=== block 1 ===
Fig. 1: block 1, the metal 2 layer
Drawn at 8 px/um.
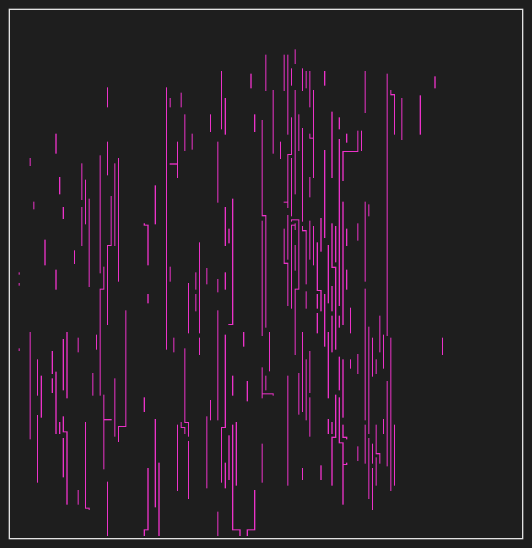

$ cat src/rtl/keypad_scan_controller.sv
// rtl/keypad_scan_controller.sv - 4x4 matrix keypad scanner with press/release debounce
//
// Drives one keypad column at a time and classifies the synchronized rows
// sampled at the end of every column slot. A key is accepted after
// DEBOUNCE_SLOTS consecutive matching slots and released after the same
// number of empty slots. One key_valid strobe is issued per physical press.
//
// Ports:
//   clk        system clock
//   reset      asynchronous active-high reset
//   rows_n     keypad rows, active-low, asynchronous to clk
//   cols_n     column drive, active-low one-hot
//   key_code   {row_idx, col_idx} of the last accepted key
//   key_valid  one-cycle strobe when key_code is updated
//   key_held   high from acceptance until release is debounced
module keypad_scan_controller #(
    parameter int SCAN_DIV       = 4,
    parameter int DEBOUNCE_SLOTS = 3
) (
    input  logic       clk,
    input  logic       reset,
    input  logic [3:0] rows_n,
    output logic [3:0] cols_n,
    output logic [3:0] key_code,
    output logic       key_valid,
    output logic       key_held
);

    localparam int DIV_W = $clog2(SCAN_DIV) + 1;
    localparam int DB_W  = $clog2(DEBOUNCE_SLOTS) + 1;
    localparam logic [DIV_W-1:0] DIV_LAST = DIV_W'(SCAN_DIV - 1);
    localparam logic [DB_W-1:0]  DB_TGT   = DB_W'(DEBOUNCE_SLOTS);
    localparam logic [DB_W-1:0]  DB_ONE   = DB_W'(1);

    typedef enum logic [1:0] {
        SCAN       = 2'd0,
        PRESS_DB   = 2'd1,
        HELD       = 2'd2,
        RELEASE_DB = 2'd3
    } state_t;

    state_t          state, state_nx;
    logic [3:0]      rows_s1, rows_s2;
    logic [DIV_W-1:0] div_cnt;
    logic            tick;
    logic [1:0]      col_idx, col_nx;
    logic [1:0]      row_idx, row_nx;
    logic [DB_W-1:0] db_cnt, db_nx, db_inc;
    logic [3:0]      code_nx;
    logic            valid_nx, held_nx;
    logic            single, none;
    logic [1:0]      row_enc;

    // Rows are inverted at the pin so that a pressed key reads as 1.
    always_ff @(posedge clk or posedge reset) begin
        if (reset) begin
            rows_s1 <= 4'b0000;
            rows_s2 <= 4'b0000;
        end else begin
            rows_s1 <= ~rows_n;
            rows_s2 <= rows_s1;
        end
    end

    always_ff @(posedge clk or posedge reset) begin
        if (reset) begin
            div_cnt <= '0;
        end else if (div_cnt == DIV_LAST) begin
            div_cnt <= '0;
        end else begin
            div_cnt <= div_cnt + DIV_W'(1);
        end
    end

    assign tick   = (div_cnt == DIV_LAST);
    assign none   = (rows_s2 == 4'b0000);
    assign db_inc = db_cnt + DB_ONE;
    assign cols_n = ~(4'b0001 << col_idx);

    always_comb begin
        single  = 1'b1;
        row_enc = 2'd0;
        case (rows_s2)
            4'b0001: row_enc = 2'd0;
            4'b0010: row_enc = 2'd1;
            4'b0100: row_enc = 2'd2;
            4'b1000: row_enc = 2'd3;
            default: single  = 1'b0;
        endcase
    end

    always_comb begin
        state_nx = state;
        col_nx   = col_idx;
        row_nx   = row_idx;
        db_nx    = db_cnt;
        code_nx  = key_code;
        held_nx  = key_held;
        valid_nx = 1'b0;
        if (tick) begin
            case (state)
                SCAN: begin
                    if (single) begin
                        row_nx = row_enc;
                        db_nx  = DB_ONE;
                        // A single-slot debounce accepts on the detecting tick.
                        if (DB_TGT == DB_ONE) begin
                            state_nx = HELD;
                            code_nx  = {row_enc, col_idx};
                            valid_nx = 1'b1;
                            held_nx  = 1'b1;
                        end else begin
                            state_nx = PRESS_DB;
                        end
                    end else begin
                        col_nx = col_idx + 2'd1;
                    end
                end
                PRESS_DB: begin
                    if (single && (row_enc == row_idx)) begin
                        db_nx = db_inc;
                        if (db_inc == DB_TGT) begin
                            state_nx = HELD;
                            code_nx  = {row_idx, col_idx};
                            valid_nx = 1'b1;
                            held_nx  = 1'b1;
                        end
                    end else begin
                        db_nx    = '0;
                        col_nx   = col_idx + 2'd1;
                        state_nx = SCAN;
                    end
                end
                HELD: begin
                    // Extra rows on the frozen column never produce a second key.
                    if (none) begin
                        db_nx = DB_ONE;
                        if (DB_TGT == DB_ONE) begin
                            db_nx    = '0;
                            held_nx  = 1'b0;
                            col_nx   = col_idx + 2'd1;
                            state_nx = SCAN;
                        end else begin
                            state_nx = RELEASE_DB;
                        end
                    end
                end
                RELEASE_DB: begin
                    if (none) begin
                        db_nx = db_inc;
                        if (db_inc == DB_TGT) begin
                            db_nx    = '0;
                            held_nx  = 1'b0;
                            col_nx   = col_idx + 2'd1;
                            state_nx = SCAN;
                        end
                    end else begin
                        db_nx    = '0;
                        state_nx = HELD;
                    end
                end
                default: state_nx = SCAN;
            endcase
        end
    end

    always_ff @(posedge clk or posedge reset) begin
        if (reset) begin
            state     <= SCAN;
            col_idx   <= 2'd0;
            row_idx   <= 2'd0;
            db_cnt    <= '0;
            key_code  <= 4'd0;
            key_valid <= 1'b0;
            key_held  <= 1'b0;
        end else begin
            state     <= state_nx;
            col_idx   <= col_nx;
            row_idx   <= row_nx;
            db_cnt    <= db_nx;
            key_code  <= code_nx;
            key_valid <= valid_nx;
            key_held  <= held_nx;
        end
    end

endmodule

$ cat config.mk
export PLATFORM = sky130hd
export DESIGN_NAME = keypad_scan_controller
export DESIGN_NICKNAME = d
export VERILOG_FILES = /design/src/rtl/keypad_scan_controller.sv
export SDC_FILE = /design/constraint.sdc
export NUM_CORES = 1
export LEC_CHECK = 0
export CORE_AREA = 2 2 62 64
export DETAILED_ROUTE_END_ITERATION = 8
export DIE_AREA = 0 0 64 66
export GPL_TIMING_DRIVEN = 0
export PLACE_DENSITY = 0.64
export SYNTH_ARGS = -nofsm -noshare
export SYNTH_HDL_FRONTEND = slang
export SYNTH_SLANG_ARGS = --single-unit
$ cat constraint.sdc
create_clock -name clk -period 3.25 [get_ports clk]
set_clock_uncertainty 0.1 [all_clocks]
set_input_delay 0.975 -clock clk [delete_from_list [all_inputs] [get_ports clk]]
set_output_delay 0.975 -clock clk [all_outputs]
set_load 0.02 [all_outputs]
=== block 2 ===
$ cat src/rtl/cordic_hyp_ext_rot.sv
// Iterative rotation-mode range extension for the hyperbolic CORDIC (indices -(M-1)..0).
// Define CORDIC_HYP_EXT_ROT_SAT_EN for saturating x/y arithmetic; z always wraps.
module cordic_hyp_ext_rot #(
    parameter int WD = 32,
    parameter int M  = 6
) (
    input  logic              i_clk,
    input  logic              i_arst,
    input  logic              i_valid,
    output logic              o_ready,
    input  logic [2*WD-1:0]   i_x,
    input  logic [2*WD-1:0]   i_y,
    input  logic [31:0]       i_z,
    output logic [2*WD-1:0]   o_x,
    output logic [2*WD-1:0]   o_y,
    output logic [31:0]       o_z,
    output logic              o_valid,
    input  logic              i_ready
);
    localparam int W = 2 * WD;

    typedef enum logic [1:0] {S_IDLE, S_ITER, S_DONE} state_t;

    state_t              r_state;
    state_t              w_state_nxt;
    logic signed [W-1:0] r_x;
    logic signed [W-1:0] r_y;
    logic signed [31:0]  r_z;
    logic signed [3:0]   r_k;
    logic [3:0]          w_nk;
    logic [3:0]          w_sh;
    logic signed [31:0]  w_atanh;
    logic                w_dneg;
    logic signed [W-1:0] w_tx;
    logic signed [W-1:0] w_ty;
    logic signed [W-1:0] w_xn;
    logic signed [W-1:0] w_yn;
    logic signed [31:0]  w_zn;

    // a + b (sub=0) or a - b (sub=1); optional one-guard-bit saturation
    function automatic logic signed [W-1:0] f_acc(input logic signed [W-1:0] a,
                                                  input logic signed [W-1:0] b,
                                                  input logic sub);
`ifdef CORDIC_HYP_EXT_ROT_SAT_EN
        logic [W:0] s;
        s = sub ? ({a[W-1], a} - {b[W-1], b}) : ({a[W-1], a} + {b[W-1], b});
        if (s[W] != s[W-1])
            return s[W] ? {1'b1, {(W-1){1'b0}}} : {1'b0, {(W-1){1'b1}}};
        return s[W-1:0];
`else
        return sub ? (a - b) : (a + b);
`endif
    endfunction

    assign w_nk = $unsigned(-r_k);
    assign w_sh = w_nk + 4'd2;

    always_comb begin
        w_atanh = '0;
        case (w_nk)
            4'd5:    w_atanh = 32'sh02C54820;
            4'd4:    w_atanh = 32'sh026C0E53;
            4'd3:    w_atanh = 32'sh0212523D;
            4'd2:    w_atanh = 32'sh01B78CD5;
            4'd1:    w_atanh = 32'sh015AA163;
            4'd0:    w_atanh = 32'sh00F91395;
            default: w_atanh = '0;
        endcase
    end

    assign w_dneg = r_z[31];
    assign w_tx   = r_x - (r_x >>> w_sh);
    assign w_ty   = r_y - (r_y >>> w_sh);
    assign w_xn   = f_acc(r_x, w_ty, w_dneg);
    assign w_yn   = f_acc(r_y, w_tx, w_dneg);
    assign w_zn   = w_dneg ? (r_z + w_atanh) : (r_z - w_atanh);

    always_comb begin
        w_state_nxt = r_state;
        case (r_state)
            S_IDLE:  if (i_valid) w_state_nxt = S_ITER;
            S_ITER:  if (r_k == 4'sd0) w_state_nxt = S_DONE;
            S_DONE:  if (i_ready) w_state_nxt = S_IDLE;
            default: w_state_nxt = S_IDLE;
        endcase
    end

    always_ff @(posedge i_clk or posedge i_arst) begin
        if (i_arst) begin
            r_state <= S_IDLE;
        end else begin
            r_state <= w_state_nxt;
        end
    end

    always_ff @(posedge i_clk or posedge i_arst) begin
        if (i_arst) begin
            r_x <= '0;
            r_y <= '0;
            r_z <= '0;
            r_k <= '0;
        end else if (r_state == S_IDLE && i_valid) begin
            r_x <= i_x;
            r_y <= i_y;
            r_z <= i_z;
            r_k <= 4'(1 - M);
        end else if (r_state == S_ITER) begin
            r_x <= w_xn;
            r_y <= w_yn;
            r_z <= w_zn;
            if (r_k != 4'sd0) r_k <= r_k + 4'sd1;
        end
    end

    assign o_ready = (r_state == S_IDLE);
    assign o_valid = (r_state == S_DONE);
    assign o_x     = r_x;
    assign o_y     = r_y;
    assign o_z     = r_z;
endmodule

$ cat config.mk
export PLATFORM = sky130hd
export DESIGN_NAME = cordic_hyp_ext_rot
export DESIGN_NICKNAME = d
export VERILOG_FILES = /design/src/rtl/cordic_hyp_ext_rot.sv
export SDC_FILE = /design/constraint.sdc
export NUM_CORES = 2
export LEC_CHECK = 0
export CORE_UTILIZATION = 45
export CTS_CLUSTER_DIAMETER = 150
export DETAILED_ROUTE_END_ITERATION = 10
export GPL_TIMING_DRIVEN = 0
export HOLD_SLACK_MARGIN = 0.12
export PLACE_DENSITY = 0.67
export RECOVER_POWER = 100
export SLEW_MARGIN = 10
export SYNTH_ARGS = -nofsm -noshare
export SYNTH_HDL_FRONTEND = slang
export SYNTH_SLANG_ARGS = --single-unit
$ cat constraint.sdc
create_clock -name i_clk -period 19.8 [get_ports i_clk]
set_input_delay 3.96 -clock i_clk [delete_from_list [all_inputs] [get_ports i_clk]]
set_output_delay 3.96 -clock i_clk [all_outputs]
set_load 0.01 [all_outputs]
=== block 3 ===
==> src/rtl/signed_sum_accumulator_pkg.sv <==
// Shared types and clamp helpers for the signed frame accumulator.
// Imported by signed_sat_add and signed_sum_accumulator.
package signed_acc_pkg;

    typedef enum logic {
        StAccum,
        StHold
    } state_e;

    function automatic int max_pos(input int w);
        return (1 << (w - 1)) - 1;
    endfunction

    function automatic int max_neg(input int w);
        return -(1 << (w - 1));
    endfunction

endpackage

==> src/rtl/signed_sum_accumulator_if.sv <==
// Sample-in / total-out valid-ready bundle for signed_sum_accumulator.
// master drives samples and accepts totals; slave is the accumulator side.
interface signed_sum_accumulator_if #(
    parameter int IN_W  = 5,
    parameter int ACC_W = 6
) ();
    logic                    in_valid;
    logic signed [IN_W-1:0]  in_data;
    logic                    in_ready;
    logic                    out_valid;
    logic signed [ACC_W-1:0] out_data;
    logic                    out_sat;
    logic                    out_ready;

    modport master (
        output in_valid,
        output in_data,
        input  in_ready,
        input  out_valid,
        input  out_data,
        input  out_sat,
        output out_ready
    );

    modport slave (
        input  in_valid,
        input  in_data,
        output in_ready,
        output out_valid,
        output out_data,
        output out_sat,
        input  out_ready
    );
endinterface

==> src/rtl/signed_sum_accumulator_sat_add.sv <==
// W-bit signed adder with optional clamping; SAT_EN selects clamp vs. wrap.
// This is the only place the SAT_EN macro is consulted.
module signed_sat_add
    import signed_acc_pkg::*;
#(
    parameter int W = 6
) (
    input  logic signed [W-1:0] a,
    input  logic signed [W-1:0] b,
    output logic signed [W-1:0] res,
    output logic                sat
);
`ifdef SAT_EN
    logic signed [W:0] sum;

    assign sum = {a[W-1], a} + {b[W-1], b};

    // Top two bits disagree only when the true sum left the W-bit range.
    always_comb begin
        res = sum[W-1:0];
        sat = 1'b0;
        if (sum[W] != sum[W-1]) begin
            sat = 1'b1;
            res = sum[W] ? W'(max_neg(W)) : W'(max_pos(W));
        end
    end
`else
    assign res = a + b;
    assign sat = 1'b0;
`endif
endmodule

==> src/rtl/signed_sum_accumulator.sv <==
// Accumulates COUNT signed samples per frame and offers the total downstream.
// Define SAT_EN to clamp each addition instead of wrapping.
module signed_sum_accumulator
    import signed_acc_pkg::*;
#(
    parameter int IN_W  = 5,
    parameter int ACC_W = 6,
    parameter int COUNT = 4
) (
    input  logic                   clk,
    input  logic                   reset,
    signed_sum_accumulator_if.slave bus
);
    localparam int CntW = $clog2(COUNT);
    localparam logic [CntW-1:0] LastCnt = CntW'(COUNT - 1);

    state_e                  state_q, state_d;
    logic signed [ACC_W-1:0] acc_q, acc_d;
    logic signed [ACC_W-1:0] out_data_q, out_data_d;
    logic [CntW-1:0]         cnt_q, cnt_d;
    logic                    sat_q, sat_d;
    logic                    out_sat_q, out_sat_d;
    logic                    live_q;
    logic signed [ACC_W-1:0] sample_ext;
    logic signed [ACC_W-1:0] sum;
    logic                    sum_sat;
    logic                    accept;

    assign sample_ext = {{(ACC_W - IN_W){bus.in_data[IN_W-1]}}, bus.in_data};

    signed_sat_add #(
        .W(ACC_W)
    ) u_add (
        .a  (acc_q),
        .b  (sample_ext),
        .res(sum),
        .sat(sum_sat)
    );

    // live_q keeps in_ready low for the cycle following a reset edge.
    assign bus.in_ready  = live_q && (state_q == StAccum);
    assign bus.out_valid = (state_q == StHold);
    assign bus.out_data  = out_data_q;
    assign bus.out_sat   = out_sat_q;
    assign accept        = bus.in_valid && bus.in_ready;

    always_comb begin
        state_d    = state_q;
        acc_d      = acc_q;
        out_data_d = out_data_q;
        cnt_d      = cnt_q;
        sat_d      = sat_q;
        out_sat_d  = out_sat_q;
        unique case (state_q)
            StAccum: begin
                if (accept) begin
                    acc_d = sum;
                    if (cnt_q == LastCnt) begin
                        out_data_d = sum;
                        out_sat_d  = sat_q | sum_sat;
                        sat_d      = 1'b0;
                        cnt_d      = '0;
                        state_d    = StHold;
                    end else begin
                        cnt_d = cnt_q + 1'b1;
                        sat_d = sat_q | sum_sat;
                    end
                end
            end
            StHold: begin
                if (bus.out_ready) begin
                    acc_d     = '0;
                    out_sat_d = 1'b0;
                    state_d   = StAccum;
                end
            end
        endcase
    end

    always_ff @(posedge clk) begin
        if (!reset) begin
            state_q    <= StAccum;
            acc_q      <= '0;
            out_data_q <= '0;
            cnt_q      <= '0;
            sat_q      <= 1'b0;
            out_sat_q  <= 1'b0;
            live_q     <= 1'b0;
        end else begin
            state_q    <= state_d;
            acc_q      <= acc_d;
            out_data_q <= out_data_d;
            cnt_q      <= cnt_d;
            sat_q      <= sat_d;
            out_sat_q  <= out_sat_d;
            live_q     <= 1'b1;
        end
    end
endmodule

==> src/flat_wrapper.sv <==
// flat-port wrapper written by rule: the top's interface ports become plain ports
module signed_sum_accumulator_flat import signed_acc_pkg::*;
#(
    parameter int IN_W  = 5,
    parameter int ACC_W = 6,
    parameter int COUNT = 4
)
  (clk, reset, bus_in_valid, bus_in_data, bus_in_ready, bus_out_valid, bus_out_data, bus_out_sat, bus_out_ready);
  signed_sum_accumulator_if #(.IN_W(IN_W), .ACC_W(ACC_W)) bus_i ();
  input  logic clk;
  input  logic reset;
  input wire logic [$bits(bus_i.in_valid)-1:0] bus_in_valid;
  input wire logic [$bits(bus_i.in_data)-1:0] bus_in_data;
  output wire logic [$bits(bus_i.in_ready)-1:0] bus_in_ready;
  output wire logic [$bits(bus_i.out_valid)-1:0] bus_out_valid;
  output wire logic [$bits(bus_i.out_data)-1:0] bus_out_data;
  output wire logic [$bits(bus_i.out_sat)-1:0] bus_out_sat;
  input wire logic [$bits(bus_i.out_ready)-1:0] bus_out_ready;
  assign bus_i.in_valid = bus_in_valid;
  assign bus_i.in_data = bus_in_data;
  assign bus_in_ready = bus_i.in_ready;
  assign bus_out_valid = bus_i.out_valid;
  assign bus_out_data = bus_i.out_data;
  assign bus_out_sat = bus_i.out_sat;
  assign bus_i.out_ready = bus_out_ready;
  signed_sum_accumulator #(.IN_W(IN_W), .ACC_W(ACC_W), .COUNT(COUNT)) u_core (.clk(clk), .reset(reset), .bus(bus_i));
endmodule
==> config.mk <==
export PLATFORM = sky130hd
export DESIGN_NAME = signed_sum_accumulator_flat
export DESIGN_NICKNAME = d
export VERILOG_FILES = /design/src/rtl/signed_sum_accumulator_pkg.sv /design/src/rtl/signed_sum_accumulator_if.sv /design/src/rtl/signed_sum_accumulator_sat_add.sv /design/src/rtl/signed_sum_accumulator.sv /design/src/flat_wrapper.sv
export SDC_FILE = /design/constraint.sdc
export NUM_CORES = 1
export LEC_CHECK = 0
export CORE_MARGIN = 2
export CORE_UTILIZATION = 46
export CTS_CLUSTER_DIAMETER = 120
export DETAILED_ROUTE_END_ITERATION = 16
export PLACE_DENSITY = 0.73
export SYNTH_ARGS = -nofsm -noshare
export SYNTH_HDL_FRONTEND = slang
export SYNTH_SLANG_ARGS = --single-unit
==> constraint.sdc <==
create_clock -name clk -period 3.4 [get_ports clk]
set_clock_uncertainty 0.05 [all_clocks]
set_input_delay 0.68 -clock clk [delete_from_list [all_inputs] [get_ports clk]]
set_output_delay 0.68 -clock clk [all_outputs]
set_load 0.05 [all_outputs]
=== block 4 ===
===== src/rtl/vga_pkg.sv =====
// Shared types, mode presets and the colour-bar lookup for the VGA timing generator.
package vga_pkg;

  typedef struct packed {
    logic hs;
    logic vs;
    logic de;
  } vga_ctl_t;

  localparam int COLOR_W_DEF = 4;
  typedef logic [COLOR_W_DEF-1:0] color_t;

  typedef struct packed {
    logic r;
    logic g;
    logic b;
  } bar_rgb_t;

  typedef struct packed {
    int unsigned h_active;
    int unsigned h_fp;
    int unsigned h_sync;
    int unsigned h_bp;
    int unsigned v_active;
    int unsigned v_fp;
    int unsigned v_sync;
    int unsigned v_bp;
    logic        hs_pol;
    logic        vs_pol;
  } vga_mode_t;

  localparam vga_mode_t MODE_1600X1200_60 = '{1600, 64, 192, 304, 1200, 1, 3, 46, 1'b1, 1'b1};
  localparam vga_mode_t MODE_1280X1024_60 = '{1280, 48, 112, 248, 1024, 1, 3, 38, 1'b1, 1'b1};

  // Bars left to right: white, yellow, cyan, green, magenta, red, blue, black.
  function automatic bar_rgb_t bar_color(input logic [2:0] idx);
    bar_rgb_t c;
    case (idx)
      3'd0:    c = '{r: 1'b1, g: 1'b1, b: 1'b1};
      3'd1:    c = '{r: 1'b1, g: 1'b1, b: 1'b0};
      3'd2:    c = '{r: 1'b0, g: 1'b1, b: 1'b1};
      3'd3:    c = '{r: 1'b0, g: 1'b1, b: 1'b0};
      3'd4:    c = '{r: 1'b1, g: 1'b0, b: 1'b1};
      3'd5:    c = '{r: 1'b1, g: 1'b0, b: 1'b0};
      3'd6:    c = '{r: 1'b0, g: 1'b0, b: 1'b1};
      default: c = '{r: 1'b0, g: 1'b0, b: 1'b0};
    endcase
    return c;
  endfunction

endpackage


===== src/rtl/vga_delay_line.sv =====
// Fixed-depth shift register that clears to all-zero (inactive) on reset; depth 0 is a wire.
module vga_delay_line #(
  parameter int  DEPTH = 2,
  parameter type T     = logic
) (
  input  logic clk,
  input  logic rst,
  input  T     din,
  output T     dout
);

  if (DEPTH == 0) begin : g_wire
    logic unused_clk_rst;
    assign unused_clk_rst = clk ^ rst;
    assign dout = din;
  end else begin : g_reg
    T stage_q [DEPTH];
    T stage_d [DEPTH];

    always_comb begin
      stage_d[0] = din;
      for (int i = 1; i < DEPTH; i++) begin
        stage_d[i] = stage_q[i-1];
      end
    end

    always_ff @(posedge clk) begin
      if (rst) begin
        for (int i = 0; i < DEPTH; i++) begin
          stage_q[i] <= T'(0);
        end
      end else begin
        stage_q <= stage_d;
      end
    end

    assign dout = stage_q[DEPTH-1];
  end

endmodule


===== src/rtl/vga_timing_gen.sv =====
// Parametrised VGA raster generator with a latency-matched pixel request pipeline.
// Define VGA_TEST_PATTERN_EN to replace px_r/g/b with an internal 8-bar colour pattern.
module vga_timing_gen
  import vga_pkg::*;
#(
  parameter int   H_ACTIVE      = 1600,
  parameter int   H_FP          = 64,
  parameter int   H_SYNC        = 192,
  parameter int   H_BP          = 304,
  parameter int   V_ACTIVE      = 1200,
  parameter int   V_FP          = 1,
  parameter int   V_SYNC        = 3,
  parameter int   V_BP          = 46,
  parameter logic HS_POL        = 1'b1,
  parameter logic VS_POL        = 1'b1,
  parameter int   PIXEL_LATENCY = 2,
  parameter int   COLOR_W       = 4,
  localparam int  H_TOTAL       = H_ACTIVE + H_FP + H_SYNC + H_BP,
  localparam int  V_TOTAL       = V_ACTIVE + V_FP + V_SYNC + V_BP,
  localparam int  XW            = $clog2(H_TOTAL),
  localparam int  YW            = $clog2(V_TOTAL)
) (
  input  logic               clock_162,
  input  logic               rst,
  output logic               px_req,
  output logic [XW-1:0]      px_x,
  output logic [YW-1:0]      px_y,
  input  logic [COLOR_W-1:0] px_r,
  input  logic [COLOR_W-1:0] px_g,
  input  logic [COLOR_W-1:0] px_b,
  output logic               HSYNC,
  output logic               VSYNC,
  output logic [COLOR_W-1:0] RED,
  output logic [COLOR_W-1:0] GREEN,
  output logic [COLOR_W-1:0] BLUE,
  output logic               frame_start,
  output logic               vblank
);

  if (PIXEL_LATENCY < 0 || PIXEL_LATENCY > 8) begin : g_bad_latency
    $error("vga_timing_gen: PIXEL_LATENCY must be 0..8");
  end
  if (H_FP == 0 || H_SYNC == 0 || H_BP == 0 || V_FP == 0 || V_SYNC == 0 || V_BP == 0) begin : g_bad_timing
    $error("vga_timing_gen: porch and sync widths must be non-zero");
  end

  logic [XW-1:0] h_cnt_q, h_cnt_d;
  logic [YW-1:0] v_cnt_q, v_cnt_d;

  always_comb begin
    h_cnt_d = h_cnt_q + 1'b1;
    v_cnt_d = v_cnt_q;
    if (int'(h_cnt_q) == H_TOTAL - 1) begin
      h_cnt_d = '0;
      v_cnt_d = (int'(v_cnt_q) == V_TOTAL - 1) ? '0 : v_cnt_q + 1'b1;
    end
  end

  always_ff @(posedge clock_162) begin
    if (rst) begin
      h_cnt_q <= '0;
      v_cnt_q <= '0;
    end else begin
      h_cnt_q <= h_cnt_d;
      v_cnt_q <= v_cnt_d;
    end
  end

  vga_ctl_t ctl0, ctl_dly;

  always_comb begin
    px_x        = h_cnt_q;
    px_y        = v_cnt_q;
    px_req      = (int'(h_cnt_q) < H_ACTIVE) && (int'(v_cnt_q) < V_ACTIVE);
    vblank      = int'(v_cnt_q) >= V_ACTIVE;
    // Gated by rst so the marker only fires once the raster is actually running.
    frame_start = (h_cnt_q == '0) && (v_cnt_q == '0) && !rst;
    ctl0.de     = px_req;
    ctl0.hs     = (int'(h_cnt_q) >= H_ACTIVE + H_FP) && (int'(h_cnt_q) < H_ACTIVE + H_FP + H_SYNC);
    ctl0.vs     = (int'(v_cnt_q) >= V_ACTIVE + V_FP) && (int'(v_cnt_q) < V_ACTIVE + V_FP + V_SYNC);
  end

  vga_delay_line #(.DEPTH(PIXEL_LATENCY), .T(vga_ctl_t)) u_ctl_dly (
    .clk  (clock_162),
    .rst  (rst),
    .din  (ctl0),
    .dout (ctl_dly)
  );

  logic [COLOR_W-1:0] src_r, src_g, src_b;

`ifdef VGA_TEST_PATTERN_EN
  localparam int BAR_W = (H_ACTIVE / 8 > 0) ? H_ACTIVE / 8 : 1;

  bar_rgb_t pat0, pat_dly;
  int       bar_idx;
  logic     unused_px;

  always_comb begin
    bar_idx = int'(h_cnt_q) / BAR_W;
    if (bar_idx > 7) bar_idx = 7;
    pat0 = bar_color(3'(bar_idx));
  end

  // Pattern is looked up at request time and aged by the same latency as an external source.
  vga_delay_line #(.DEPTH(PIXEL_LATENCY), .T(bar_rgb_t)) u_pat_dly (
    .clk  (clock_162),
    .rst  (rst),
    .din  (pat0),
    .dout (pat_dly)
  );

  assign src_r     = {COLOR_W{pat_dly.r}};
  assign src_g     = {COLOR_W{pat_dly.g}};
  assign src_b     = {COLOR_W{pat_dly.b}};
  assign unused_px = ^{px_r, px_g, px_b};
`else
  assign src_r = px_r;
  assign src_g = px_g;
  assign src_b = px_b;
`endif

  logic               hsync_q, hsync_d, vsync_q, vsync_d;
  logic [COLOR_W-1:0] red_q, red_d, green_q, green_d, blue_q, blue_d;

  always_comb begin
    hsync_d = ctl_dly.hs ~^ HS_POL;
    vsync_d = ctl_dly.vs ~^ VS_POL;
    red_d   = ctl_dly.de ? src_r : '0;
    green_d = ctl_dly.de ? src_g : '0;
    blue_d  = ctl_dly.de ? src_b : '0;
  end

  always_ff @(posedge clock_162) begin
    if (rst) begin
      hsync_q <= ~HS_POL;
      vsync_q <= ~VS_POL;
      red_q   <= '0;
      green_q <= '0;
      blue_q  <= '0;
    end else begin
      hsync_q <= hsync_d;
      vsync_q <= vsync_d;
      red_q   <= red_d;
      green_q <= green_d;
      blue_q  <= blue_d;
    end
  end

  assign HSYNC = hsync_q;
  assign VSYNC = vsync_q;
  assign RED   = red_q;
  assign GREEN = green_q;
  assign BLUE  = blue_q;

endmodule

===== config.mk =====
export PLATFORM = sky130hd
export DESIGN_NAME = vga_timing_gen
export DESIGN_NICKNAME = d
export VERILOG_FILES = /design/src/rtl/vga_pkg.sv /design/src/rtl/vga_delay_line.sv /design/src/rtl/vga_timing_gen.sv
export SDC_FILE = /design/constraint.sdc
export NUM_CORES = 1
export LEC_CHECK = 0
export CORE_UTILIZATION = 50
export CTS_CLUSTER_SIZE = 16
export DETAILED_ROUTE_END_ITERATION = 10
export PLACE_DENSITY = 0.92
export REMOVE_ABC_BUFFERS = 1
export SYNTH_ARGS = -nofsm -noshare
export SYNTH_HDL_FRONTEND = slang
export SYNTH_SLANG_ARGS = --single-unit

===== constraint.sdc =====
create_clock -name clock_162 -period 5.75 [get_ports clock_162]
set_clock_uncertainty 0.1 [all_clocks]
set_input_delay 1.15 -clock clock_162 [delete_from_list [all_inputs] [get_ports clock_162]]
set_output_delay 1.15 -clock clock_162 [all_outputs]
set_load 0.01 [all_outputs]

Fig. 2: block 1, routing congestion
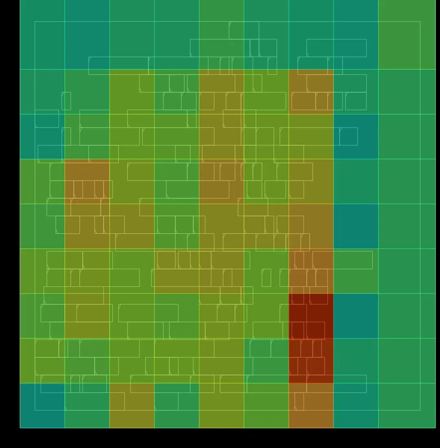
Most Used Layer, Global Route: met2
DR WL/cell: 12.8 um

Fig. 3: block 1, the metal 3 layer
Drawn at 8 px/um. Cells faint in the background.
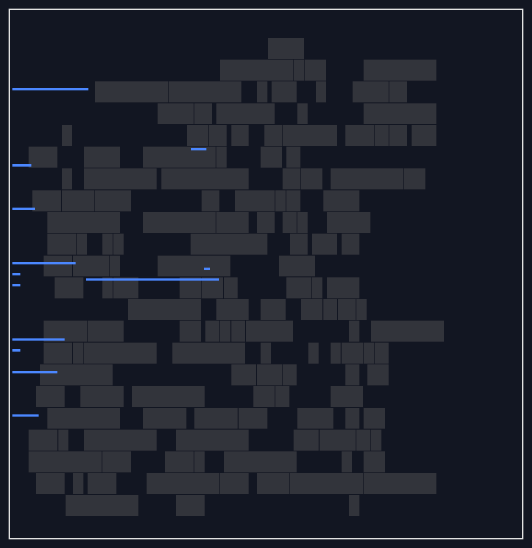
longest straight run = 16.3 um
main direction = horizontal
wire length on this layer = 56.1 um
global-route met3 utilization: 1.70%
Final Routed Wirelength: 2510 um
via count: 947

Notes on Fig. 1 above:
main direction = vertical
nets with wire on the layer = 131
share of all routed wire = 48%
met2 Resource Use GR: 22.3%

==> run_results.csv, block 1 <==
group,metric,value,unit
status,status,"finished clean",
clock_tree,cts_made_buffers,3,
floorplanning,fp-utilization,40.9,%
min_path,min_from,"rows_s1[0]",
finish,insertedDiodeCount,0,
place,dpl_cell_area,1660,um^2
finish,fillerInstances,311,
critical_path,r2r-end,"col_idx[1]",
drt,drc_errors,0,
floorplanning,die_x,64,um
synthesis,synthMuxAreaShare,5.69,%
synthesis,synth-seq-area-share,44.8,%
finish,layout.cells.most_common_list,"dfrtp_1, clkdlybuf4s50_1, inv_1, nand2_1, nor2_1",
final_timing,fin_hold_ws,0.267,ns
critical_path,cp_data_arrival_time,1.72,ns
finish,nNonClkInverters,12,
run,drv_cap,0,
synthesis,ys.flops,26,
final_timing,grt_setup_unrepaired,"no",
clock_tree,cts_sinks,26,
clock_tree,cts_resized,0,
finish,final_area,1710,um^2
clock_tree,cts_setup_buffers,0,
synthesis,syn_area_per_cell,11.3,um^2
drt,drt-met1-wl,1220,um
place,dp_slack,0.839,ns
finish,layout.nets,162,
finish,clock_buffer_count,3,
clock_tree,htreeDepth,1,
floorplanning,rows,22,
synthesis,floorplan.nets,142,
drt,dr.pass1.iters,4,
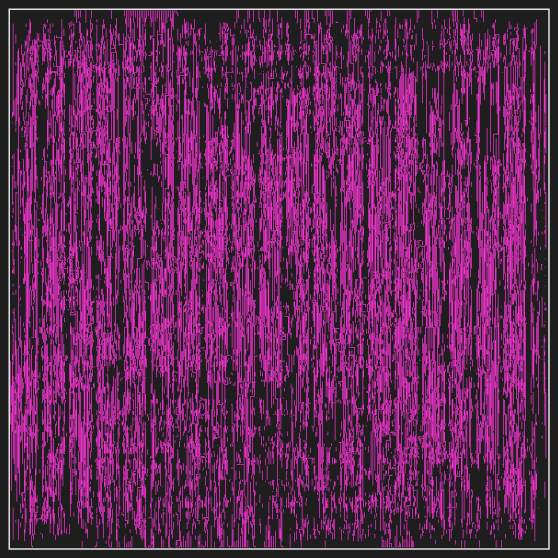
Fig. 4. The metal 2 layer (block 2).
Drawn at 2 px/um.
main direction = vertical
share of all routed wire = 41%
wire length on this layer = 67.8 mm
nets with wire on the layer = 4362
via count: 37593
Final Routed Wirelength: 167000 um
met2 Resource Use GR: 65.5%

==> run_results.csv, block 2 <==
group,metric,value,unit
floorplanning,chipArea,72400,um^2
clock_tree,cts_made_buffers,17,
synthesis,yosysWarnings,0,
global_route,grt_pass1_wl,235000,um
floorplanning,die_x,269,um
finish,layout.cells.most_common_list,"nand2_1, a21oi_1, nor2_1, ha_1, o21ai_0",
global_route,grt_pass1_vias,34001,
critical_path,cp-endpoint,"o_y[63]",
critical_path,max_stage_delay,1.08,ns
finish,largest_class,"logic gates",
final_timing,clock_skew,0.0276,ns
floorplanning,io_pins,326,
critical_path,cp_data_arrival_time,17.00,ns
final_timing,slew_headroom,-287,%
finish,nNonClkInverters,97,
critical_path,path_delay_family,"buffers and inverters",
clock_tree,cts_tree,"built",
synthesis,ys_types,107,
synthesis,edf_count,0,
finish,logic_gates,3880,
critical_path,crit_buf_inv,10,
critical_path,r2r-start,"r_k[0]",
synthesis,ys.flops,166,
synthesis,syn-cell-area,32100,um^2
status,violations,"capacitance limit, slew limit",
finish,clock_buffer_count,18,
finish,regArea,4150,um^2
final_timing,drv_slew,197,
status,status,"finished with violations",
synthesis,ys_chip_area,32100,um^2
critical_path,crit_start,"r_k[0]",
place,gp_congestion,1.11,
global_route,grt-busiest-layer,"met2",
run,drv_cap,6,
drt,drt-met1-wl,66600,um
global_route,met1_usage,57.6,%
final_timing,fin_hold_ws,0.556,ns
critical_path,r2r-end,"o_y[63]",
synthesis,logic_family,"AND-OR/OR-AND gates",
synthesis,ys_sh_adder,11.7,%
drt,dr.pass1.iters,9,
critical_path,crit_type,"flip-flop to flip-flop",
place,port_buffers,325,
synthesis,floorplan.nets,4846,
clock_tree,cts_setup_buffers,0,
clock_tree,htreeDepth,4,
synthesis,syn_area_per_cell,7.32,um^2
drt,final_antenna_net_count,0,
place,dp_cells,5652,
finish,fillerInstances,7076,
synthesis,synth_stat.cells,4385,
clock_tree,clkLatencyLatePin,0.54,ns
global_route,antenna_found_initial,14,
synthesis,common_cells,"nand2_1, a21oi_1, nor2_1",
synthesis,top_cell,"nand2_1",
global_route,grt_usage,45.0,%
clock_tree,clock-root-buffer,"clkbuf_16",
final_timing,finalSetupViolations,0,
finish,logic_area,26700,um^2
finish,area_growth,15.8,%
synthesis,syn_inst,4385,
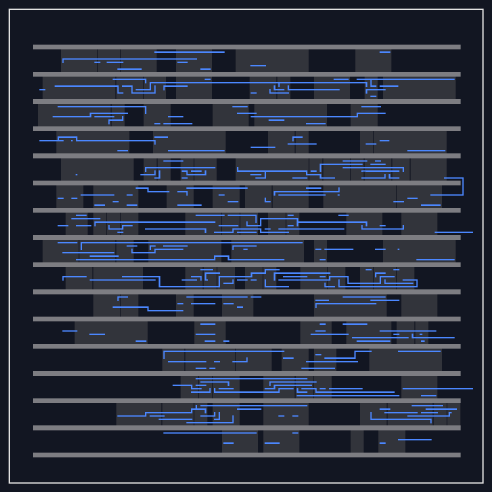
Fig. 5. M1 wires (block 3).
Drawn at 10 px/um. Supply wires on this layer in grey. Cells faint in the background.
main direction = horizontal
nets with wire on the layer = 121
longest straight run = 22.1 um
wire length on this layer = 766 um
share of all routed wire = 45%

==> run_results.csv, block 3 <==
group,metric,value,unit
status,status,"finished clean",
synthesis,syn_area_per_cell,8.68,um^2
finish,layout.nets,132,
run,drv_cap,0,
final_timing,fin_hold_ws,0.420,ns
final_timing,drv_slew,0,
clock_tree,clkTransAtPathRegs,0.08,ns
synthesis,synth.area.top_cells,"dfxtp_1, ha_1, a21boi_0, nand2_1, nand3_1",
floorplanning,fp-utilization,49.2,%
finish,buffer_area_share,15.0,%
synthesis,synthMuxAreaShare,0,%
synthesis,ys_types,34,
drt,dr_wl_met2,839,um
critical_path,path_max_fanout,4,
synthesis,syn_inst,99,
clock_tree,htreeDepth,1,
global_route,grt_pass1_vias,664,
finish,flops,16,
synthesis,ys_chip_area,860,um^2
final_timing,grt_setup_unrepaired,"no",
synthesis,async_flop_share,0,%
synthesis,edf_count,0,
critical_path,r2r-end,"u_core.acc_q[5]",
finish,logic_area,503,um^2
synthesis,ys.flops,16,
synthesis,common_cells,"dfxtp_1, nand2_1, a21boi_0",
place,dp_slack,0.804,ns
clock_tree,cts_made_buffers,3,
global_route,grt-busiest-layer,"met2",
drt,drt-met1-wl,765,um
finish,layout.cells.most_common_list,"nand2_1, clkdlybuf4s50_1, dfxtp_1, a21boi_0, nand3_1",
floorplanning,num_tap_cells,25,
synthesis,flop_cell,"dfxtp_1",
synthesis,aoi_share,20.1,%
final_timing,fmax,415,MHz
critical_path,reg2reg_depth,6,
clock_tree,clkLatencyLatePin,0.29,ns
drt,dr.pass1.iters,4,
final_timing,worstMarginPinSlew,0.508,ns
synthesis,floorplan.nets,115,
min_path,min_to,"u_core.bus.out_data[4]",
finish,nNonClkBuffers,16,
critical_path,r2r-start,"u_core.acc_q[1]",
global_route,met1_usage,17.6,%
critical_path,crit_buf_inv,1,
floorplanning,chipArea,2230,um^2
clock_tree,cts_buffer_depth,2,
finish,final_cells,140,
critical_path,worstSetupStartpointType,"flip-flop",
synthesis,top_cell_area_share,37.3,%
critical_path,crit_type,"flip-flop to output port",
floorplanning,core-area,1750,um^2
finish,final_area,1070,um^2
min_path,min_path_cells,2,
synthesis,syn-cell-area,860,um^2
min_path,min_from,"u_core.bus.out_data[4]",
Fig. 6: block 4, routing congestion
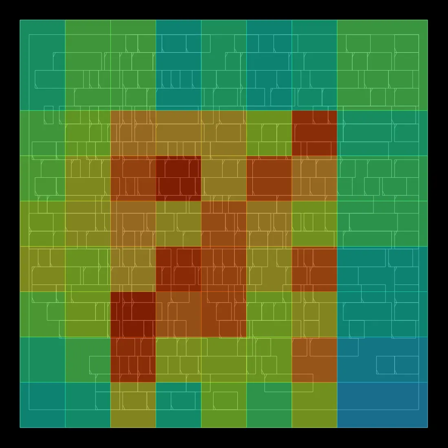
met1 global-route usage: 29.9%
Most Used Layer, Global Route: met2
Final Core Density: 72.4%
overall routing resource usage: 23.2%

==> run_results.csv, block 4 <==
group,metric,value,unit
final_timing,period_needed,4.44,ns
critical_path,slowest_stage,"clkdlybuf4s50_1",
drt,viasPerCell,5.52,
finish,logic_area,883,um^2
synthesis,yosys.area_share.simple,30.9,%
status,status,"finished clean",
synthesis,synth.area.top_cells,"dfxtp_1, and2_1, nand3_1, nor2_1, ha_1",
critical_path,path_max_fanout,22,
synthesis,yosysWarnings,0,
clock_tree,cts_sinks,43,
synthesis,logic_family,"simple AND/OR/NAND/NOR gates",
synthesis,ys_sh_adder,3.47,%
floorplanning,rows,21,
synthesis,edf_count,0,
final_timing,finalSetupViolations,0,
finish,area_growth,36.1,%
global_route,grt_use_met2,37.7,%
critical_path,worstSetupStartpointType,"primary input",
min_path,min_path_cells,1,
finish,final_area,2450,um^2
synthesis,ys_sh_xor,4.85,%
critical_path,cp.required,4.50,ns
finish,logic_gates,143,
drt,wl,4120,um
min_path,hp-class,"flip-flop to flip-flop",
synthesis,common_cells,"dfxtp_1, nor2_1, nand2_1, nand3_1, and2_1",
critical_path,path_delay_family,"buffers and inverters",
clock_tree,cts_made_buffers,5,
finish,lay_top_count,"clkdlybuf4s50_1",
synthesis,synthMuxAreaShare,0.555,%
drt,dr_wl_met2,1960,um
clock_tree,clkLatencyLatePin,0.36,ns
clock_tree,cts_resized,0,
finish,combAreaFraction,36.0,%
critical_path,cp.depth,6,
synthesis,syn_inst,202,

=== block 5 ===
Fig. 7: block 5, M1 wires
Drawn at 8 px/um. Supply wires on this layer in grey. Cells faint in the background.
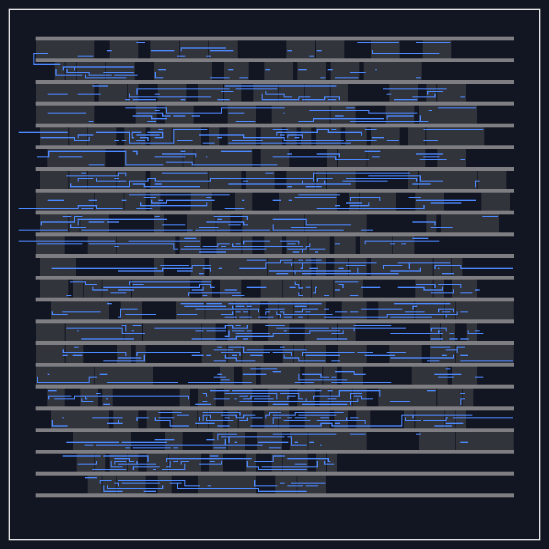
Fig. 8: block 5, the metal 2 layer
Drawn at 8 px/um.
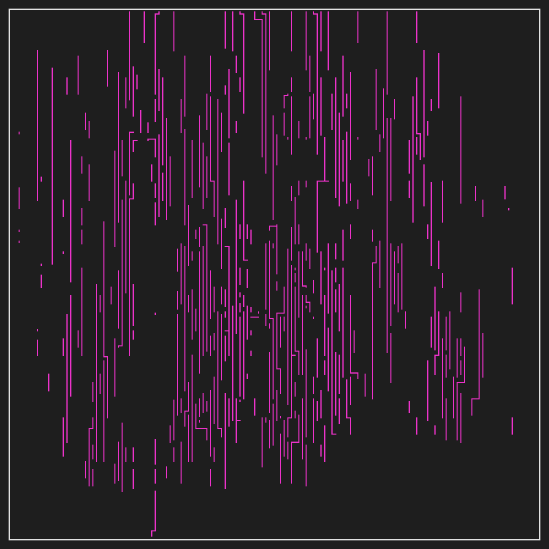
Fig. 9: block 5, the metal 3 layer
Drawn at 8 px/um. Cells faint in the background.
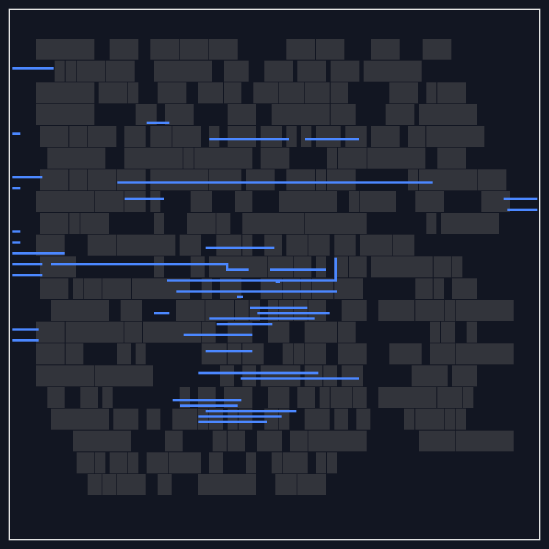
`src/rtl/i2c_target_responder.sv`:
```
// Single-address I2C target: detects START/STOP, matches a 7-bit address,
// ACKs writes and returns read bytes through an active-high SDA pull-low enable.
module i2c_target_responder #(
    parameter int SYNC_STAGES = 2
) (
    input  logic       p_clock,
    input  logic       p_reset,
    input  logic [6:0] i2c_addr_i,
    input  logic       scl_i,
    input  logic       sda_i,
    output logic       sda_oe_o,
    output logic [7:0] rx_data_o,
    output logic       rx_valid_o,
    input  logic [7:0] tx_data_i,
    output logic       tx_load_o,
    output logic       addressed_o,
    output logic       busy_o
);

    typedef enum logic [2:0] {
        IDLE,
        ADDR,
        ADDR_ACK,
        WR_DATA,
        WR_ACK,
        RD_DATA,
        RD_ACK,
        WAIT_STOP
    } state_t;

    logic [SYNC_STAGES-1:0] scl_sync;
    logic [SYNC_STAGES-1:0] sda_sync;
    logic                   scl_prev;
    logic                   sda_prev;
    logic                   scl_now;
    logic                   sda_now;
    logic                   scl_rise;
    logic                   scl_fall;
    logic                   start_cond;
    logic                   stop_cond;

    state_t     state;
    state_t     state_n;
    logic [3:0] bit_cnt;
    logic [3:0] bit_cnt_n;
    logic [3:0] bit_cnt_inc;
    logic [7:0] shift_reg;
    logic [7:0] shift_n;
    logic       rw;
    logic       rw_n;
    logic       sda_oe_n;
    logic       addressed_n;
    logic       busy_n;
    logic [7:0] rx_data_n;
    logic       rx_valid_n;
    logic       tx_load;

    // Idle-bus reset value (both lines high) avoids a false START after reset.
    always_ff @(posedge p_clock) begin
        if (!p_reset) begin
            scl_sync <= '1;
            sda_sync <= '1;
            scl_prev <= 1'b1;
            sda_prev <= 1'b1;
        end else begin
            scl_sync <= {scl_sync[SYNC_STAGES-2:0], scl_i};
            sda_sync <= {sda_sync[SYNC_STAGES-2:0], sda_i};
            scl_prev <= scl_now;
            sda_prev <= sda_now;
        end
    end

    assign scl_now    = scl_sync[SYNC_STAGES-1];
    assign sda_now    = sda_sync[SYNC_STAGES-1];
    assign scl_rise   = scl_now & ~scl_prev;
    assign scl_fall   = ~scl_now & scl_prev;
    assign start_cond = scl_now & scl_prev & sda_prev & ~sda_now;
    assign stop_cond  = scl_now & scl_prev & ~sda_prev & sda_now;

    assign bit_cnt_inc = (bit_cnt == 4'hF) ? bit_cnt : bit_cnt + 4'd1;

    always_ff @(posedge p_clock) begin
        if (!p_reset) begin
            state       <= IDLE;
            bit_cnt     <= 4'd0;
            shift_reg   <= 8'h00;
            rw          <= 1'b0;
            sda_oe_o    <= 1'b0;
            addressed_o <= 1'b0;
            busy_o      <= 1'b0;
            rx_data_o   <= 8'h00;
            rx_valid_o  <= 1'b0;
        end else begin
            state       <= state_n;
            bit_cnt     <= bit_cnt_n;
            shift_reg   <= shift_n;
            rw          <= rw_n;
            sda_oe_o    <= sda_oe_n;
            addressed_o <= addressed_n;
            busy_o      <= busy_n;
            rx_data_o   <= rx_data_n;
            rx_valid_o  <= rx_valid_n;
        end
    end

    assign tx_load_o = tx_load & p_reset;

    // Bus conditions override the bit-level handling in every state.
    always_comb begin
        state_n     = state;
        bit_cnt_n   = bit_cnt;
        shift_n     = shift_reg;
        rw_n        = rw;
        sda_oe_n    = sda_oe_o;
        addressed_n = addressed_o;
        busy_n      = busy_o;
        rx_data_n   = rx_data_o;
        rx_valid_n  = 1'b0;
        tx_load     = 1'b0;

        if (start_cond) begin
            state_n     = ADDR;
            bit_cnt_n   = 4'd0;
            busy_n      = 1'b1;
            addressed_n = 1'b0;
            sda_oe_n    = 1'b0;
        end else if (stop_cond) begin
            state_n     = IDLE;
            bit_cnt_n   = 4'd0;
            busy_n      = 1'b0;
            addressed_n = 1'b0;
            sda_oe_n    = 1'b0;
        end else begin
            case (state)
                IDLE: begin
                    sda_oe_n = 1'b0;
                end
                ADDR: begin
                    if (scl_rise && bit_cnt < 4'd8) begin
                        shift_n   = {shift_reg[6:0], sda_now};
                        bit_cnt_n = bit_cnt_inc;
                    end else if (scl_fall && bit_cnt >= 4'd8) begin
                        rw_n = shift_reg[0];
                        if (shift_reg[7:1] == i2c_addr_i) begin
                            sda_oe_n    = 1'b1;
                            addressed_n = 1'b1;
                            state_n     = ADDR_ACK;
                        end else begin
                            sda_oe_n = 1'b0;
                            state_n  = WAIT_STOP;
                        end
                    end
                end
                ADDR_ACK: begin
                    if (scl_fall) begin
                        bit_cnt_n = 4'd0;
                        if (rw) begin
                            tx_load  = 1'b1;
                            shift_n  = tx_data_i;
                            sda_oe_n = ~tx_data_i[7];
                            state_n  = RD_DATA;
                        end else begin
                            sda_oe_n = 1'b0;
                            state_n  = WR_DATA;
                        end
                    end
                end
                WR_DATA: begin
                    if (scl_rise && bit_cnt < 4'd8) begin
                        shift_n   = {shift_reg[6:0], sda_now};
                        bit_cnt_n = bit_cnt_inc;
                        if (bit_cnt == 4'd7) begin
                            rx_data_n  = {shift_reg[6:0], sda_now};
                            rx_valid_n = 1'b1;
                        end
                    end else if (scl_fall && bit_cnt >= 4'd8) begin
                        sda_oe_n = 1'b1;
                        state_n  = WR_ACK;
                    end
                end
                WR_ACK: begin
                    if (scl_fall) begin
                        sda_oe_n  = 1'b0;
                        bit_cnt_n = 4'd0;
                        state_n   = WR_DATA;
                    end
                end
                RD_DATA: begin
                    // The MSB was already driven on the load fall, so seven shifts follow.
                    if (scl_rise) begin
                        bit_cnt_n = bit_cnt_inc;
                    end else if (scl_fall) begin
                        if (bit_cnt >= 4'd8) begin
                            sda_oe_n = 1'b0;
                            state_n  = RD_ACK;
                        end else begin
                            shift_n  = {shift_reg[6:0], 1'b0};
                            sda_oe_n = ~shift_reg[6];
                        end
                    end
                end
                RD_ACK: begin
                    if (scl_rise && sda_now) begin
                        addressed_n = 1'b0;
                        sda_oe_n    = 1'b0;
                        state_n     = WAIT_STOP;
                    end else if (scl_fall) begin
                        tx_load   = 1'b1;
                        shift_n   = tx_data_i;
                        sda_oe_n  = ~tx_data_i[7];
                        bit_cnt_n = 4'd0;
                        state_n   = RD_DATA;
                    end
                end
                WAIT_STOP: begin
                    sda_oe_n = 1'b0;
                end
                default: begin
                    state_n  = IDLE;
                    sda_oe_n = 1'b0;
                end
            endcase
        end
    end

endmodule

```
`config.mk`:
```
export PLATFORM = sky130hd
export DESIGN_NAME = i2c_target_responder
export DESIGN_NICKNAME = d
export VERILOG_FILES = /design/src/rtl/i2c_target_responder.sv
export SDC_FILE = /design/constraint.sdc
export NUM_CORES = 1
export LEC_CHECK = 0
export CORE_MARGIN = 3
export CORE_UTILIZATION = 52
export DETAILED_ROUTE_END_ITERATION = 10
export GPL_TIMING_DRIVEN = 0
export HOLD_SLACK_MARGIN = 0.03
export PLACE_DENSITY = 0.79
export SLEW_MARGIN = 20
export SYNTH_ARGS = -nofsm -noshare
export SYNTH_HDL_FRONTEND = slang
export SYNTH_SLANG_ARGS = --single-unit
```
`constraint.sdc`:
```
create_clock -name p_clock -period 2.4 [get_ports p_clock]
set_clock_uncertainty 0.1 [all_clocks]
set_input_delay 0.36 -clock p_clock [delete_from_list [all_inputs] [get_ports p_clock]]
set_output_delay 0.36 -clock p_clock [all_outputs]
set_load 0.005 [all_outputs]
```
==> run_results.csv <==
group,metric,value,unit
final_timing,layout_setup_ws,0.0893,ns
min_path,min_to,"scl_sync[0]",
synthesis,top_area_cell,"dfxtp_1",
critical_path,path_max_fanout,10,
finish,regArea,682,um^2
power,netSwitchingPower,256,uW
floorplanning,die_x,66.1,um
finish,buffer_area_share,17.2,%
clock_tree,cts_sinks,34,
synthesis,flop_cell,"dfxtp_1",
finish,logic_gates,158,
place,dpl_cell_area,2250,um^2
run,drv_cap,0,
status,status,"finished clean",
critical_path,crit_type,"flip-flop to output port",
final_timing,fmax,433,MHz
floorplanning,fp-utilization,55.0,%
final_timing,fin_hold_ws,0.240,ns
synthesis,synth-seq-area-share,36.2,%
finish,logic_area,1110,um^2
finish,clock_buffer_count,6,
power,p_int,746,uW
synthesis,top_cell,"dfxtp_1",
min_path,min_path_cells,2,
critical_path,cp_data_arrival_time,1.85,ns
power,power_leader,"registers",
place,dp_cells,287,
min_path,hp-class,"primary input to flip-flop",
clock_tree,cts_setup_buffers,0,
drt,dr.pass1.iters,4,
synthesis,edf_count,0,
synthesis,common_cells,"dfxtp_1, nor2_1, mux2i_1",
drt,wire_per_inst,14.4,um
synthesis,syn_area_per_cell,8.95,um^2
synthesis,ys.flops,34,
final_timing,finalSetupViolations,0,
power,finalPower,1000,uW
critical_path,path_delay_family,"buffers and inverters",
Notes on Fig. 7 above:
nets with wire on the layer = 250
main direction = horizontal
share of all routed wire = 45%
wire length on this layer = 1920 um
Final Routed Wirelength: 4240 um
via count: 1645
met1 global-route usage: 30.5%

Notes on Fig. 8 above:
share of all routed wire = 47%
longest straight run = 29.2 um
nets with wire on the layer = 218
main direction = vertical
wire length on this layer = 1980 um

Notes on Fig. 9 above:
share of all routed wire = 7.3%
nets with wire on the layer = 32
wire length on this layer = 308 um
main direction = horizontal
longest straight run = 39.1 um



==> screenshots <==
Clock wires, drivers and flops.
panel A
Drawn at 4 px/um.
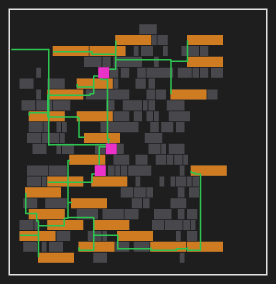
panel B
Drawn at 6 px/um.
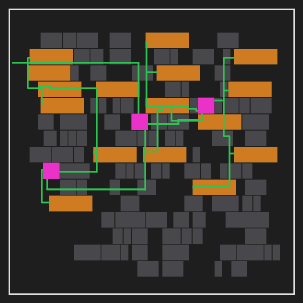
panel C
Drawn at 4 px/um.
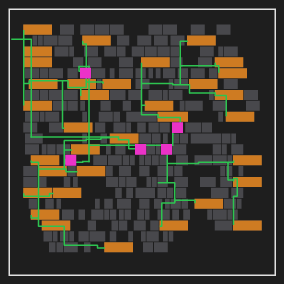
For block 3, see panel B.
For block 5, see panel C.
For block 1, see panel A.

Power figures rest on the tool's default switching activity, not on a simulated workload.
